# design 1

Fig. 1: design 1, local utilization
Bar = 100 um. 23 x 23 tiles, from dark blue (low) to red (high), 0 to 100% covered.
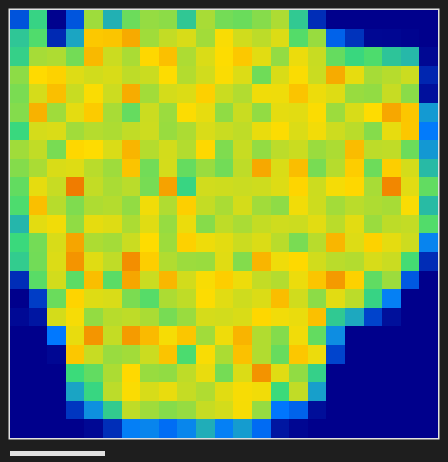

==> src/rtl/led_stream_receiver_pkg.sv <==
// Shared types for the LED link receiver: pixel type, bits per pixel and FSM states.
// Optional build macro used by this block: LED_RX_GLITCH_FILTER_EN.
package CCHW;
  localparam int LED_BITS_PER_PIXEL = 24;

  typedef logic [23:0] rgb_t;

  typedef enum logic [1:0] {
    HUNT,
    IDLE,
    RECV,
    COMMIT
  } led_rx_state_t;
endpackage

==> src/rtl/led_stream_receiver_sync_edge.sv <==
// Synchronises the async LED link clock/data, optionally majority-filters them (LED_RX_GLITCH_FILTER_EN),
// and produces a rising-edge flag with the data bit captured on that edge.
module led_rx_sync_edge #(
  parameter int SYNC_STAGES = 2
) (
  input  logic clk,
  input  logic rst,
  input  logic link_clk_i,
  input  logic link_dat_i,
  input  logic hold_i,
  output logic edge_o,
  output logic bit_o
);
  logic [SYNC_STAGES-1:0] clk_sync_q;
  logic [SYNC_STAGES-1:0] dat_sync_q;
  logic clk_f;
  logic dat_f;
  logic clk_prev_q;
  logic edge_q;
  logic bit_q;
  logic rise;

  always_ff @(posedge clk) begin
    if (rst) clk_sync_q <= '0;
    else     clk_sync_q <= {clk_sync_q[SYNC_STAGES-2:0], link_clk_i};
  end

  always_ff @(posedge clk) begin
    dat_sync_q <= {dat_sync_q[SYNC_STAGES-2:0], link_dat_i};
  end

`ifdef LED_RX_GLITCH_FILTER_EN
  logic [2:0] clk_hist_q;
  logic [2:0] dat_hist_q;

  function automatic logic maj3(input logic [2:0] s);
    return (s[0] & s[1]) | (s[0] & s[2]) | (s[1] & s[2]);
  endfunction

  always_ff @(posedge clk) begin
    if (rst) clk_hist_q <= '0;
    else     clk_hist_q <= {clk_hist_q[1:0], clk_sync_q[SYNC_STAGES-1]};
  end

  always_ff @(posedge clk) begin
    dat_hist_q <= {dat_hist_q[1:0], dat_sync_q[SYNC_STAGES-1]};
  end

  assign clk_f = maj3(clk_hist_q);
  assign dat_f = maj3(dat_hist_q);
`else
  assign clk_f = clk_sync_q[SYNC_STAGES-1];
  assign dat_f = dat_sync_q[SYNC_STAGES-1];
`endif

  assign rise = clk_f & ~clk_prev_q;

  // The edge flag stays set while the FSM is busy committing so no bit is lost.
  always_ff @(posedge clk) begin
    if (rst) begin
      clk_prev_q <= 1'b0;
      edge_q     <= 1'b0;
    end else begin
      clk_prev_q <= clk_f;
      edge_q     <= rise | (edge_q & hold_i);
    end
  end

  always_ff @(posedge clk) begin
    if (rise) bit_q <= dat_f;
  end

  assign edge_o = edge_q;
  assign bit_o  = bit_q;
endmodule

==> src/rtl/led_stream_receiver.sv <==
// LED link receiver: deserialises MSB-first 24-bit RGB pixels into a double-buffered frame store.
// Build option LED_RX_GLITCH_FILTER_EN enables a majority filter in the input stage.
module led_stream_receiver
  import CCHW::*;
#(
  parameter int LEDS        = 50,
  parameter int GAP_CYCLES  = 25000,
  parameter int SYNC_STAGES = 2
) (
  input  logic                       clk,
  input  logic                       rst,
  input  logic                       ledClockIn,
  input  logic                       ledDataIn,
  input  logic [$clog2(LEDS)-1:0]    rdAddr,
  output logic [23:0]                rdData,
  output logic                       frameDone,
  output logic [$clog2(LEDS+1)-1:0]  frameLeds,
  output logic                       overflowErr,
  output logic                       partialErr
);
  localparam int ADDR_W = $clog2(LEDS);
  localparam int CNT_W  = $clog2(LEDS + 1);
  localparam int GAP_W  = $clog2(GAP_CYCLES + 1);
  localparam logic [4:0] LAST_BIT = 5'(LED_BITS_PER_PIXEL - 1);

  led_rx_state_t state_q, state_d;
  logic [GAP_W-1:0]  gap_cnt_q;
  logic [4:0]        bit_cnt_q, bit_cnt_d;
  logic [CNT_W-1:0]  pix_cnt_q, pix_cnt_d;
  logic              ovf_q, ovf_d;
  logic              wr_bank_q, wr_bank_d;
  rgb_t              sr_q, sr_d;
  logic              we;
  logic [ADDR_W-1:0] wr_addr;
  rgb_t              wr_data;
  logic              link_edge;
  logic              link_bit;
  logic              gap;

  logic              frame_done_q;
  logic [CNT_W-1:0]  frame_leds_q;
  logic              ovf_err_q;
  logic              part_err_q;
  rgb_t              rd_data_q;
  rgb_t              bank0_q [LEDS];
  rgb_t              bank1_q [LEDS];

  led_rx_sync_edge #(.SYNC_STAGES(SYNC_STAGES)) u_sync (
    .clk        (clk),
    .rst        (rst),
    .link_clk_i (ledClockIn),
    .link_dat_i (ledDataIn),
    .hold_i     (state_q == COMMIT),
    .edge_o     (link_edge),
    .bit_o      (link_bit)
  );

  assign gap = (gap_cnt_q == GAP_W'(GAP_CYCLES));

  always_ff @(posedge clk) begin
    if (rst)            gap_cnt_q <= '0;
    else if (link_edge) gap_cnt_q <= '0;
    else if (!gap)      gap_cnt_q <= gap_cnt_q + 1'b1;
  end

  always_comb begin
    state_d   = state_q;
    bit_cnt_d = bit_cnt_q;
    pix_cnt_d = pix_cnt_q;
    ovf_d     = ovf_q;
    wr_bank_d = wr_bank_q;
    sr_d      = sr_q;
    we        = 1'b0;
    wr_addr   = pix_cnt_q[ADDR_W-1:0];
    wr_data   = {sr_q[22:0], link_bit};
    case (state_q)
      HUNT: begin
        if (gap) state_d = IDLE;
      end
      IDLE: begin
        if (link_edge) begin
          sr_d      = {sr_q[22:0], link_bit};
          bit_cnt_d = 5'd1;
          pix_cnt_d = '0;
          state_d   = RECV;
        end
      end
      RECV: begin
        if (link_edge) begin
          sr_d = {sr_q[22:0], link_bit};
          if (bit_cnt_q == LAST_BIT) begin
            bit_cnt_d = '0;
            if (int'(pix_cnt_q) < LEDS) begin
              we        = 1'b1;
              pix_cnt_d = pix_cnt_q + 1'b1;
            end else begin
              ovf_d = 1'b1;
            end
          end else begin
            bit_cnt_d = bit_cnt_q + 5'd1;
          end
        end else if (gap) begin
          state_d = COMMIT;
        end
      end
      COMMIT: begin
        wr_bank_d = ~wr_bank_q;
        ovf_d     = 1'b0;
        bit_cnt_d = '0;
        state_d   = IDLE;
      end
      default: state_d = HUNT;
    endcase
  end

  always_ff @(posedge clk) begin
    if (rst) begin
      state_q   <= HUNT;
      bit_cnt_q <= '0;
      pix_cnt_q <= '0;
      ovf_q     <= 1'b0;
      wr_bank_q <= 1'b0;
    end else begin
      state_q   <= state_d;
      bit_cnt_q <= bit_cnt_d;
      pix_cnt_q <= pix_cnt_d;
      ovf_q     <= ovf_d;
      wr_bank_q <= wr_bank_d;
    end
  end

  always_ff @(posedge clk) begin
    sr_q <= sr_d;
  end

  // Frame status is captured as the banks swap, so it lines up with the new read bank.
  always_ff @(posedge clk) begin
    if (rst) begin
      frame_done_q <= 1'b0;
      frame_leds_q <= '0;
      ovf_err_q    <= 1'b0;
      part_err_q   <= 1'b0;
    end else begin
      frame_done_q <= (state_q == COMMIT);
      if (state_q == COMMIT) begin
        frame_leds_q <= pix_cnt_q;
        ovf_err_q    <= ovf_q;
        part_err_q   <= (bit_cnt_q != 5'd0);
      end
    end
  end

  always_ff @(posedge clk) begin
    if (we) begin
      if (wr_bank_q) bank1_q[wr_addr] <= wr_data;
      else           bank0_q[wr_addr] <= wr_data;
    end
  end

  always_ff @(posedge clk) begin
    if (rst) begin
      rd_data_q <= '0;
    end else if (int'(rdAddr) < LEDS) begin
      rd_data_q <= wr_bank_q ? bank0_q[rdAddr] : bank1_q[rdAddr];
    end
  end

  assign rdData      = rd_data_q;
  assign frameDone   = frame_done_q;
  assign frameLeds   = frame_leds_q;
  assign overflowErr = ovf_err_q;
  assign partialErr  = part_err_q;
endmodule

==> config.mk <==
export PLATFORM = sky130hd
export DESIGN_NAME = led_stream_receiver
export DESIGN_NICKNAME = d
export VERILOG_FILES = /design/src/rtl/led_stream_receiver_pkg.sv /design/src/rtl/led_stream_receiver_sync_edge.sv /design/src/rtl/led_stream_receiver.sv
export SDC_FILE = /design/constraint.sdc
export NUM_CORES = 2
export LEC_CHECK = 0
export ABC_AREA = 1
export ABC_CLOCK_PERIOD_IN_PS = 3600
export CAP_MARGIN = 25
export CORE_MARGIN = 2
export CORE_UTILIZATION = 50
export DETAILED_ROUTE_END_ITERATION = 10
export PLACE_DENSITY = 0.65
export SYNTH_ARGS = -nofsm -noshare
export SYNTH_HDL_FRONTEND = slang
export SYNTH_SLANG_ARGS = --single-unit
==> constraint.sdc <==
create_clock -name clk -period 3.6 [get_ports clk]
set_input_delay 0.72 -clock clk [delete_from_list [all_inputs] [get_ports clk]]
set_output_delay 0.72 -clock clk [all_outputs]
set_load 0.005 [all_outputs]
# design 2

File: config.mk
export PLATFORM = sky130hd
export DESIGN_NAME = des_key_sched_ctrl
export DESIGN_NICKNAME = d
export VERILOG_FILES = /design/src/rtl/des_key_sched_ctrl.sv
export SDC_FILE = /design/constraint.sdc
export NUM_CORES = 1
export LEC_CHECK = 0
export ABC_AREA = 1
export CORE_MARGIN = 2
export CORE_UTILIZATION = 35
export DETAILED_ROUTE_END_ITERATION = 10
export PLACE_DENSITY_LB_ADDON = 0.08
export SLEW_MARGIN = 20
export SYNTH_ARGS = -nofsm -noshare
export SYNTH_HDL_FRONTEND = slang
export SYNTH_SLANG_ARGS = --single-unit
File: constraint.sdc
create_clock -name clk -period 2.2 [get_ports clk]
set_clock_uncertainty 0.2 [all_clocks]
set_input_delay 0.55 -clock clk [delete_from_list [all_inputs] [get_ports clk]]
set_output_delay 0.55 -clock clk [all_outputs]
set_load 0.005 [all_outputs]
File: src/rtl/des_key_sched_ctrl.sv
// DES key-schedule sequencer: loads C0D0 (optionally through PC-1), rotates C/D each round and
// presents PC-2 subkeys over valid/ready; encrypt order K1..K16, decrypt order K16..K1.
module des_key_sched_ctrl #(
  parameter bit KEY_PC1 = 1'b1
) (
  input  logic        clk,
  input  logic        rst,
  input  logic        start,
  input  logic        decrypt,
  input  logic [63:0] key_in,
  output logic [47:0] subkey,
  output logic        subkey_valid,
  input  logic        subkey_ready,
  output logic [3:0]  round_idx,
  output logic        busy,
  output logic        done
);

  typedef enum logic {IDLE = 1'b0, ROUND = 1'b1} state_t;

  // Tables hold LSB-based bit positions (64 - FIPS position for PC-1, 56 - FIPS position for PC-2).
  localparam int PC1_IDX [56] = '{
     7, 15, 23, 31, 39, 47, 55, 63,  6, 14, 22, 30, 38, 46,
    54, 62,  5, 13, 21, 29, 37, 45, 53, 61,  4, 12, 20, 28,
     1,  9, 17, 25, 33, 41, 49, 57,  2, 10, 18, 26, 34, 42,
    50, 58,  3, 11, 19, 27, 35, 43, 51, 59, 36, 44, 52, 60};

  localparam int PC2_IDX [48] = '{
    42, 39, 45, 32, 55, 51, 53, 28, 41, 50, 35, 46,
    33, 37, 44, 52, 30, 48, 40, 49, 29, 36, 43, 54,
    15,  4, 25, 19,  9,  1, 26, 16,  5, 11, 23,  8,
    12,  7, 17,  0, 22,  3, 10, 14,  6, 20, 27, 24};

  state_t      state_q, state_d;
  logic [3:0]  step_q, step_d;
  logic        dec_q, dec_d;
  logic        done_q, done_d;
  logic [55:0] cd_q, cd_d;
  logic [55:0] key_pc1;
  logic [55:0] cd_load;
  logic        shift2;
  logic        unused_key;

  // Rounds 1, 2, 9 and 16 (indices 0, 1, 8, 15) rotate by one; all others by two.
  function automatic logic shift_two(input logic [3:0] j);
    return !(j == 4'd0 || j == 4'd1 || j == 4'd8 || j == 4'd15);
  endfunction

  function automatic logic [27:0] rot28(input logic [27:0] x, input logic two, input logic left);
    logic [27:0] r;
    if (left) begin
      r = two ? {x[25:0], x[27:26]} : {x[26:0], x[27]};
    end else begin
      r = two ? {x[1:0], x[27:2]} : {x[0], x[27:1]};
    end
    return r;
  endfunction

  for (genvar i = 0; i < 56; i++) begin : g_pc1
    assign key_pc1[55-i] = key_in[PC1_IDX[i]];
  end

  for (genvar i = 0; i < 48; i++) begin : g_pc2
    assign subkey[47-i] = cd_q[PC2_IDX[i]];
  end

  assign cd_load    = KEY_PC1 ? key_pc1 : key_in[55:0];
  assign unused_key = ^key_in;

  always_comb begin
    state_d = state_q;
    step_d  = step_q;
    dec_d   = dec_q;
    cd_d    = cd_q;
    done_d  = 1'b0;
    shift2  = 1'b0;
    case (state_q)
      IDLE: begin
        if (start) begin
          state_d = ROUND;
          step_d  = 4'd0;
          dec_d   = decrypt;
          // Decrypt starts from C16D16, which equals C0D0 since the schedule totals 28.
          cd_d    = decrypt ? cd_load
                            : {rot28(cd_load[55:28], 1'b0, 1'b1), rot28(cd_load[27:0], 1'b0, 1'b1)};
        end
      end
      ROUND: begin
        if (subkey_ready) begin
          if (step_q == 4'd15) begin
            state_d = IDLE;
            step_d  = 4'd0;
            done_d  = 1'b1;
          end else begin
            step_d = step_q + 4'd1;
            shift2 = dec_q ? shift_two(4'd15 - step_q) : shift_two(step_q + 4'd1);
            cd_d   = {rot28(cd_q[55:28], shift2, !dec_q), rot28(cd_q[27:0], shift2, !dec_q)};
          end
        end
      end
      default: state_d = IDLE;
    endcase
  end

  always_ff @(posedge clk or posedge rst) begin
    if (rst) begin
      state_q <= IDLE;
      step_q  <= 4'd0;
      dec_q   <= 1'b0;
      done_q  <= 1'b0;
      cd_q    <= 56'd0;
    end else begin
      state_q <= state_d;
      step_q  <= step_d;
      dec_q   <= dec_d;
      done_q  <= done_d;
      cd_q    <= cd_d;
    end
  end

  assign subkey_valid = (state_q == ROUND);
  assign busy         = (state_q == ROUND);
  assign done         = done_q;
  assign round_idx    = dec_q ? (4'd15 - step_q) : step_q;

endmodule

# design 3

**src/rtl/uart_mode2_rx_ctrl.sv**
```systemverilog
// Receive-side controller for the 8051-style UART Mode 2 receiver core:
// line gating, frame watchdog, SM2 address filtering, SBUF/RB8/RI ownership with a one-deep hold buffer.
module uart_mode2_rx_ctrl #(
  parameter int unsigned CLK_PER_BIT  = 100,
  parameter int unsigned TIMEOUT_BITS = 12
) (
  input  logic       clk,
  input  logic       rst,
  input  logic       ren,
  input  logic       sm2,
  input  logic       ri_clr,
  input  logic       ovr_clr,
  input  logic       rxd_pin,
  output logic       rxd_core,
  output logic       core_rst,
  input  logic [7:0] core_data,
  input  logic       core_rb8,
  input  logic       core_done,
  output logic [7:0] sbuf,
  output logic       rb8,
  output logic       ri,
  output logic       hold_valid,
  output logic       ovr,
  output logic       busy
);

  localparam int unsigned TIMEOUT_CYC = TIMEOUT_BITS * CLK_PER_BIT;
  localparam int unsigned TIMER_W     = (TIMEOUT_CYC > 1) ? $clog2(TIMEOUT_CYC) : 1;
  localparam logic [TIMER_W-1:0] TIMER_LAST = TIMER_W'(TIMEOUT_CYC - 1);

  typedef enum logic [1:0] {
    ST_OFF   = 2'd0,
    ST_IDLE  = 2'd1,
    ST_BUSY  = 2'd2,
    ST_FLUSH = 2'd3
  } state_t;

  state_t             state, state_nxt;
  logic               prev;
  logic [TIMER_W-1:0] timer, timer_nxt;
  logic [7:0]         sbuf_nxt;
  logic               rb8_nxt, ri_nxt;
  logic [7:0]         hold_data, hold_data_nxt;
  logic               hold_rb8, hold_rb8_nxt;
  logic               hold_valid_nxt, ovr_nxt;
  logic               core_rst_nxt, busy_nxt;
  logic               fall_edge, accept, xfer, ovr_set;

  // Line is held idle-high toward the core while the receiver is disabled
  assign rxd_core  = (state != ST_OFF) ? rxd_pin : 1'b1;
  assign fall_edge = prev && !rxd_core;

  // Next-state, watchdog and buffer-ownership logic
  always_comb begin
    state_nxt      = state;
    timer_nxt      = timer;
    sbuf_nxt       = sbuf;
    rb8_nxt        = rb8;
    ri_nxt         = ri;
    hold_data_nxt  = hold_data;
    hold_rb8_nxt   = hold_rb8;
    hold_valid_nxt = hold_valid;
    ovr_nxt        = ovr;
    accept         = 1'b0;
    ovr_set        = 1'b0;
    xfer           = !ri && hold_valid;

    unique case (state)
      ST_OFF: begin
        if (ren) state_nxt = ST_IDLE;
      end
      ST_IDLE: begin
        if (!ren) begin
          state_nxt = ST_OFF;
        end else if (fall_edge) begin
          state_nxt = ST_BUSY;
          timer_nxt = '0;
        end
      end
      ST_BUSY: begin
        timer_nxt = timer + TIMER_W'(1);
        if (core_done) begin
          accept    = !sm2 || core_rb8;
          state_nxt = ST_IDLE;
        end else if (!ren || timer == TIMER_LAST) begin
          state_nxt = ST_FLUSH;
        end
      end
      ST_FLUSH: begin
        state_nxt = ren ? ST_IDLE : ST_OFF;
      end
      default: state_nxt = ST_OFF;
    endcase

    if (ri_clr && ri) ri_nxt = 1'b0;

    // Hold buffer drains into SBUF as soon as RI is low
    if (xfer) begin
      sbuf_nxt       = hold_data;
      rb8_nxt        = hold_rb8;
      ri_nxt         = 1'b1;
      hold_valid_nxt = 1'b0;
    end

    // Placement decisions use pre-edge ri / hold_valid
    if (accept) begin
      if (!ri && !hold_valid) begin
        sbuf_nxt = core_data;
        rb8_nxt  = core_rb8;
        ri_nxt   = 1'b1;
      end else if (!hold_valid || xfer) begin
        hold_data_nxt  = core_data;
        hold_rb8_nxt   = core_rb8;
        hold_valid_nxt = 1'b1;
      end else begin
        ovr_set = 1'b1;
      end
    end

    if (ovr_clr) ovr_nxt = 1'b0;
    if (ovr_set) ovr_nxt = 1'b1;

    core_rst_nxt = (state_nxt == ST_FLUSH);
    busy_nxt     = (state_nxt == ST_BUSY) || (state_nxt == ST_FLUSH);
  end

  // State and output registers
  always_ff @(posedge clk or posedge rst) begin
    if (rst) begin
      state      <= ST_OFF;
      prev       <= 1'b1;
      timer      <= '0;
      sbuf       <= '0;
      rb8        <= 1'b0;
      ri         <= 1'b0;
      hold_data  <= '0;
      hold_rb8   <= 1'b0;
      hold_valid <= 1'b0;
      ovr        <= 1'b0;
      core_rst   <= 1'b0;
      busy       <= 1'b0;
    end else begin
      state      <= state_nxt;
      prev       <= rxd_core;
      timer      <= timer_nxt;
      sbuf       <= sbuf_nxt;
      rb8        <= rb8_nxt;
      ri         <= ri_nxt;
      hold_data  <= hold_data_nxt;
      hold_rb8   <= hold_rb8_nxt;
      hold_valid <= hold_valid_nxt;
      ovr        <= ovr_nxt;
      core_rst   <= core_rst_nxt;
      busy       <= busy_nxt;
    end
  end

endmodule

```
**config.mk**
```make
export PLATFORM = sky130hd
export DESIGN_NAME = uart_mode2_rx_ctrl
export DESIGN_NICKNAME = d
export VERILOG_FILES = /design/src/rtl/uart_mode2_rx_ctrl.sv
export SDC_FILE = /design/constraint.sdc
export NUM_CORES = 1
export LEC_CHECK = 0
export CORE_ASPECT_RATIO = 0.75
export CORE_MARGIN = 4
export CORE_UTILIZATION = 52
export DETAILED_ROUTE_END_ITERATION = 10
export PLACE_DENSITY_LB_ADDON = 0.05
export REMOVE_ABC_BUFFERS = 1
export SLEW_MARGIN = 5
export SYNTH_ARGS = -nofsm -noshare
export SYNTH_HDL_FRONTEND = slang
export SYNTH_SLANG_ARGS = --single-unit
export TNS_END_PERCENT = 5
```
**constraint.sdc**
```tcl
create_clock -name clk -period 1.85 [get_ports clk]
set_input_delay 0.2775 -clock clk [delete_from_list [all_inputs] [get_ports clk]]
set_output_delay 0.2775 -clock clk [all_outputs]
set_load 0.01 [all_outputs]
```

==> gallery <==
Cell classes on the final placement.
Plate I
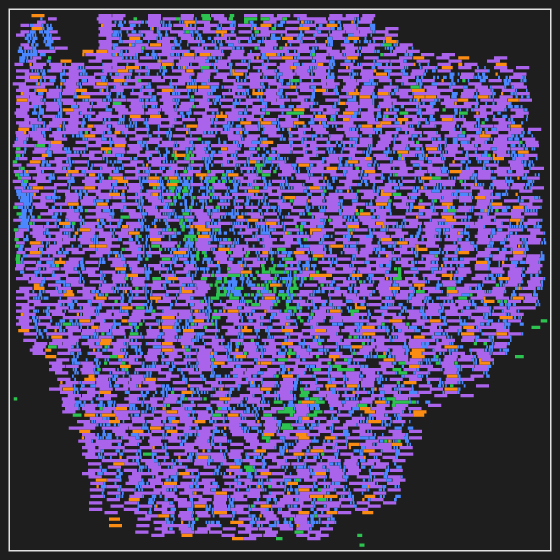
Plate II
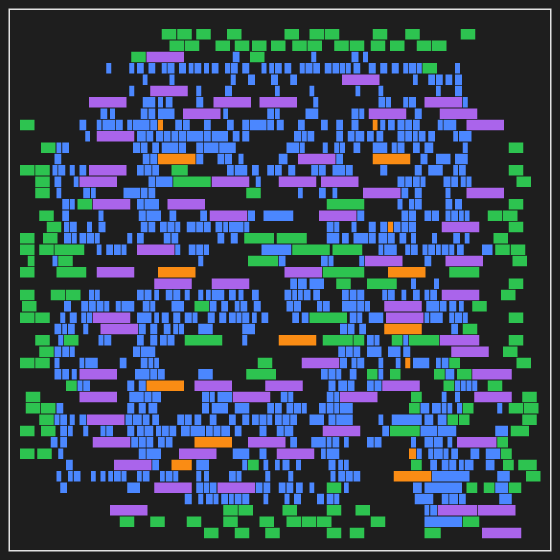
Plate III
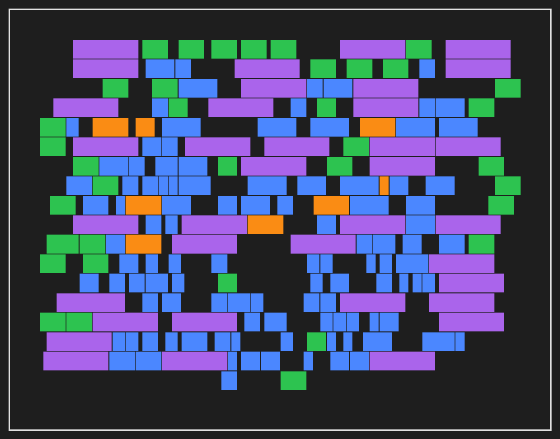
Plate II comes from design 2.
Plate III comes from design 3.
Plate I comes from design 1.
Of these, lowest utilization: Plate II
Of these, highest utilization: Plate III

Fig. 2: design 1, routing congestion
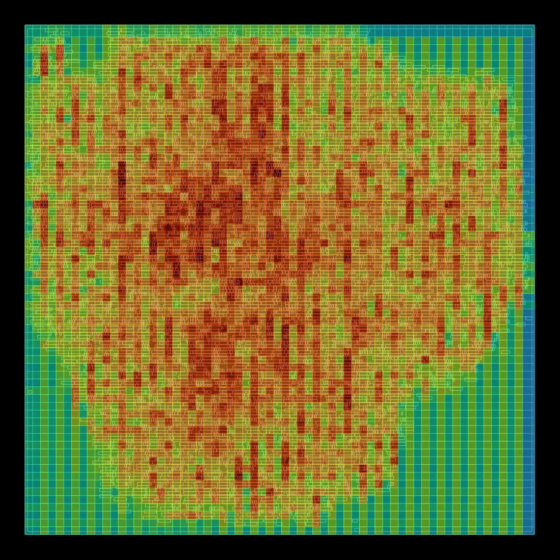
wire length per cell: 25.7 um
layer with the highest usage: met2
GRT met2 Usage: 43.6%
global-route usage over all layers: 28.3%
met3 track demand over resource in global routing: 4.91%

About Fig. 1:
tiles over 75% full: 13%
emptiest ninth of the die: lower right
fullest tile: 86%
mean over tiles: 54%
nearly empty tiles: 14%
fp_density: 50.3%
Core Box Area: 200,000 um2
core utilization of the finished layout: 56.8%

==> impl_table.tex, design 1 <==
% Implementation results table
\begin{tabular}{lr}
\hline
Metric & Value \\
\hline
\multicolumn{2}{l}{\textbf{Clock tree}} \\
Number of buffers added for setup after CTS & 0 \\
Clk\_lat worst skew & 0.91 ns \\
\multicolumn{2}{l}{\textbf{Final layout}} \\
Non-clk buf share & 3.55\% \\
Count of clock-net buffers in the final layout & 331 \\
Area growth, synth to finish & 13.0\% \\
Layout inverter count without the clock tree & 187 \\
N\_diodes & 3 \\
Non-Filler Instances & 11,400 \\
Commonest non-fill, non-tap cell in the layout & sky130\_fd\_sc\_hd\_\_edfxtp\_1 \\
\multicolumn{2}{l}{\textbf{Min path}} \\
Worst-case hold path end point & u\_sync.dat\_sync\_q[0]\$\_DFF\_P\_ \\
\multicolumn{2}{l}{\textbf{Run status}} \\
Run status & finished clean \\
\multicolumn{2}{l}{\textbf{Yosys}} \\
Dominant flop cell & sky130\_fd\_sc\_hd\_\_edfxtp\_1 \\
Mean instance size in the synthesized netlist & 12.0 um2 \\
Post-synth top area share & 72.5\% \\
Post-synthesis register bit count & 2,493 \\
\multicolumn{2}{l}{\textbf{Routing}} \\
Count of vias placed by the detailed router & 66,700 \\
Total DRC errors in the routed layout & 0 \\
Wirelength, routed & 292,000 um \\
\multicolumn{2}{l}{\textbf{Placed design}} \\
Pre-CTS worst setup slack & 0.224 ns \\
Placed inst area & 105,000 um2 \\
\multicolumn{2}{l}{\textbf{Global route}} \\
GRT overflow & 0 \\
\multicolumn{2}{l}{\textbf{Power and ir drop}} \\
Relative contribution of combinational cells to total power & 5.2\% \\
Pwr Density & 527 nW/um2 \\
Portion of total power attributed to the clock network & 42.2\% \\
\multicolumn{2}{l}{\textbf{Timing}} \\
Least setup slack across all paths after layout & 0.479 ns \\
Endpoints failing hold & 0 \\
\multicolumn{2}{l}{\textbf{Critical path}} \\
Buffer-and-inverter tally for the worst setup path & 4 \\
CP Launch Type & register \\
Worst-path maximum fanout & 50 \\
\hline
\end{tabular}
design 1: flip-flops by register name, summed over array words and instances, names as in the netlist, 2 cells and up:
name,cells
state_q,2
frameLeds,6
bank0_q,1200
bank1_q,1200
pix_cnt_q,6
u_sync.clk_sync_q,2
u_sync.dat_sync_q,2
bit_cnt_q,5
rdData,24
gap_cnt_q,15
sr_q,23
design 1: kinds of logic after synthesis:
family | after synthesis | share of synthesized area [%]
simple gates | 3571 | 14.1
flops | 2493 | 73.9
xor+xnor | 1 | 0.00872
mux | 31 | 0.309
buf+inv | 701 | 3.28
fa+ha+maj | 10 | 0.125
compound gates | 1558 | 8.28
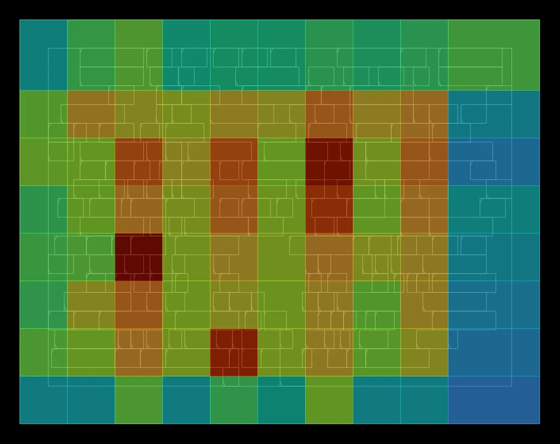
Fig. 3. Routing congestion (design 3).
global-route usage over all layers: 19.3%
wire length per cell: 17.2 um
layer with the highest usage: met1

==> impl_table.tex, design 3 <==
% Implementation results table
\begin{tabular}{lr}
\hline
Metric & Value \\
\hline
\multicolumn{2}{l}{\textbf{Run status}} \\
Run status & finished clean \\
\multicolumn{2}{l}{\textbf{Final layout}} \\
Final net count & 203 \\
Count of clock-net buffers in the final layout & 7 \\
Number of sequential cells & 36 \\
\multicolumn{2}{l}{\textbf{Clock tree}} \\
Maximum buffer depth of the clock tree & 2 \\
Hold bufs inserted after CTS & 0 \\
\multicolumn{2}{l}{\textbf{Power and ir drop}} \\
Pwr Density & 1310 nW/um2 \\
Worst IR drop on VDD & 0.000863 V \\
\multicolumn{2}{l}{\textbf{Global route}} \\
GRT overflow & 0 \\
Met3 track demand over resource in global routing & 5.80\% \\
\multicolumn{2}{l}{\textbf{Yosys}} \\
Leading post-synthesis cells by instance count & sky130\_fd\_sc\_hd\_\_dfrtp\_1, sky130\_fd\_sc\_hd\_\_nand2b\_1, sky130\_fd\_sc\_hd\_\_o221a\_1 \\
Tally of unique sky130hd cells used after synthesis & 43 \\
\multicolumn{2}{l}{\textbf{Die}} \\
Site row count & 18 \\
\multicolumn{2}{l}{\textbf{Placed design}} \\
Placed cells & 218 \\
\multicolumn{2}{l}{\textbf{Routing}} \\
Total DRC errors in the routed layout & 0 \\
\hline
\end{tabular}
design 3: power breakdown:
group	internal, mW	total [mW]	switching (mW)
clock network	0.303	0.578	0.275
registers	1.09	1.34	0.258
logic	0.606	0.974	0.368
total	2.00	2.90	0.901
design 3: metrics by stage:
step,setup slack (ns),hold WS [ns],instance area [um2]
2_1_floorplan,0.435,0.368,1720
3_3_place_gp,0.0935,0.454,2120
3_5_place_dp,0.0384,0.461,2120
4_1_cts,0.0242,0.405,2210
5_1_grt,0.0690,0.457,2220
6_report,0.179,0.389,2220
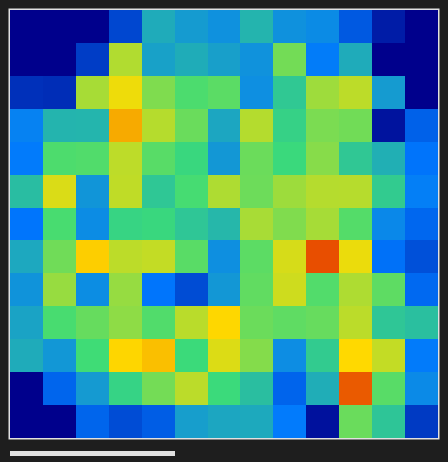
Fig. 4. Local utilization (design 2).
Bar = 50 um. 13 x 13 tiles, from dark blue (low) to red (high), 0 to 100% covered.
nearly empty tiles: 7.1%
fullest tile: 91%
mean over tiles: 43%
tiles over 75% full: 4.7%
fp_density: 36.1%
Core Box Area: 15,300 um2
core utilization of the finished layout: 48.3%

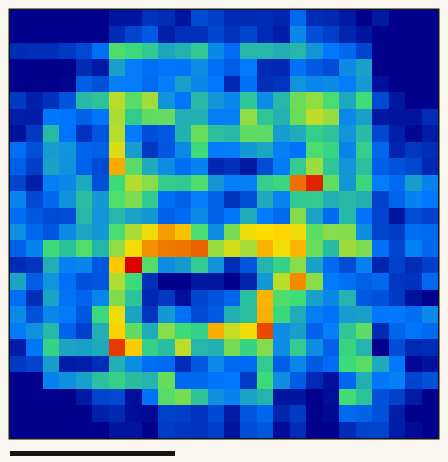
Fig. 5. Signal metal coverage by tile (design 2).
Bar = 50 um. 26 x 26 tiles, from dark blue (low) to red (high), scaled to the fullest tile. Values are wire area over tile area, all layers added.
fullest tile: 0.63
nearly empty tiles: 11%
mean over tiles: 0.17
tiles over half the peak: 14%

==> impl_table.tex, design 2 <==
% Implementation results table
\begin{tabular}{lr}
\hline
Metric & Value \\
\hline
\multicolumn{2}{l}{\textbf{Run status}} \\
Run status & finished clean \\
\multicolumn{2}{l}{\textbf{Final layout}} \\
Multi-input combinational cell count & 604 \\
Share of cells above drive strength 1 & 17.3\% \\
Final net count & 975 \\
\multicolumn{2}{l}{\textbf{Yosys}} \\
Adder and majority gate portion of the synthesized area & 0.906\% \\
Synth Instances & 851 \\
Mean instance size in the synthesized netlist & 6.49 um2 \\
\multicolumn{2}{l}{\textbf{Global route}} \\
Met3 track demand over resource in global routing & 4.25\% \\
Wire length of the first global-routing pass & 27,600 um \\
\multicolumn{2}{l}{\textbf{Min path}} \\
HP Class & in2async \\
\multicolumn{2}{l}{\textbf{Critical path}} \\
Critical Path Stages & 13 \\
Beginning of the critical path & step\_q[0]\$\_DFFE\_PP0P\_ \\
Critical Path AT & 2.19 ns \\
\multicolumn{2}{l}{\textbf{Run}} \\
Count of warning messages emitted by the tools & 38 \\
\multicolumn{2}{l}{\textbf{Routing}} \\
Routed vias/inst & 5.40 \\
Count of TritonRoute iterations in the first routing pass & 5 \\
Total met2 wirelength after detailed routing & 7800 um \\
\multicolumn{2}{l}{\textbf{Power and ir drop}} \\
Sequential power & 2.43 mW \\
Net Sw Frac & 47.1\% \\
\multicolumn{2}{l}{\textbf{Clock tree}} \\
Clk pin slew, worst setup/hold paths & 0.06 ns \\
\hline
\end{tabular}
-- design 2: cells in the mapped netlist (all sizes together) --
cell type  instances  area [um2]
nand3            229        1160
nor2             116         438
o21ai            116         581
buf               82         609
nand2             74         380
inv               68         255
dfrtp             63        1580
a21oi             56         284
clkbuf            35         131
ha                 4        50.1
xor2               4        35.0
nand4              2        12.5
a31oi              1        6.26
o22ai              1        6.26
-- design 2: flip-flops by register name, indices dropped and copies added (netlist names) --
name / flops
dec_q: 1
done: 1
busy: 1
cd_q: 56
step_q: 4

No activity file was given, so power comes from the tool's default toggle rates.
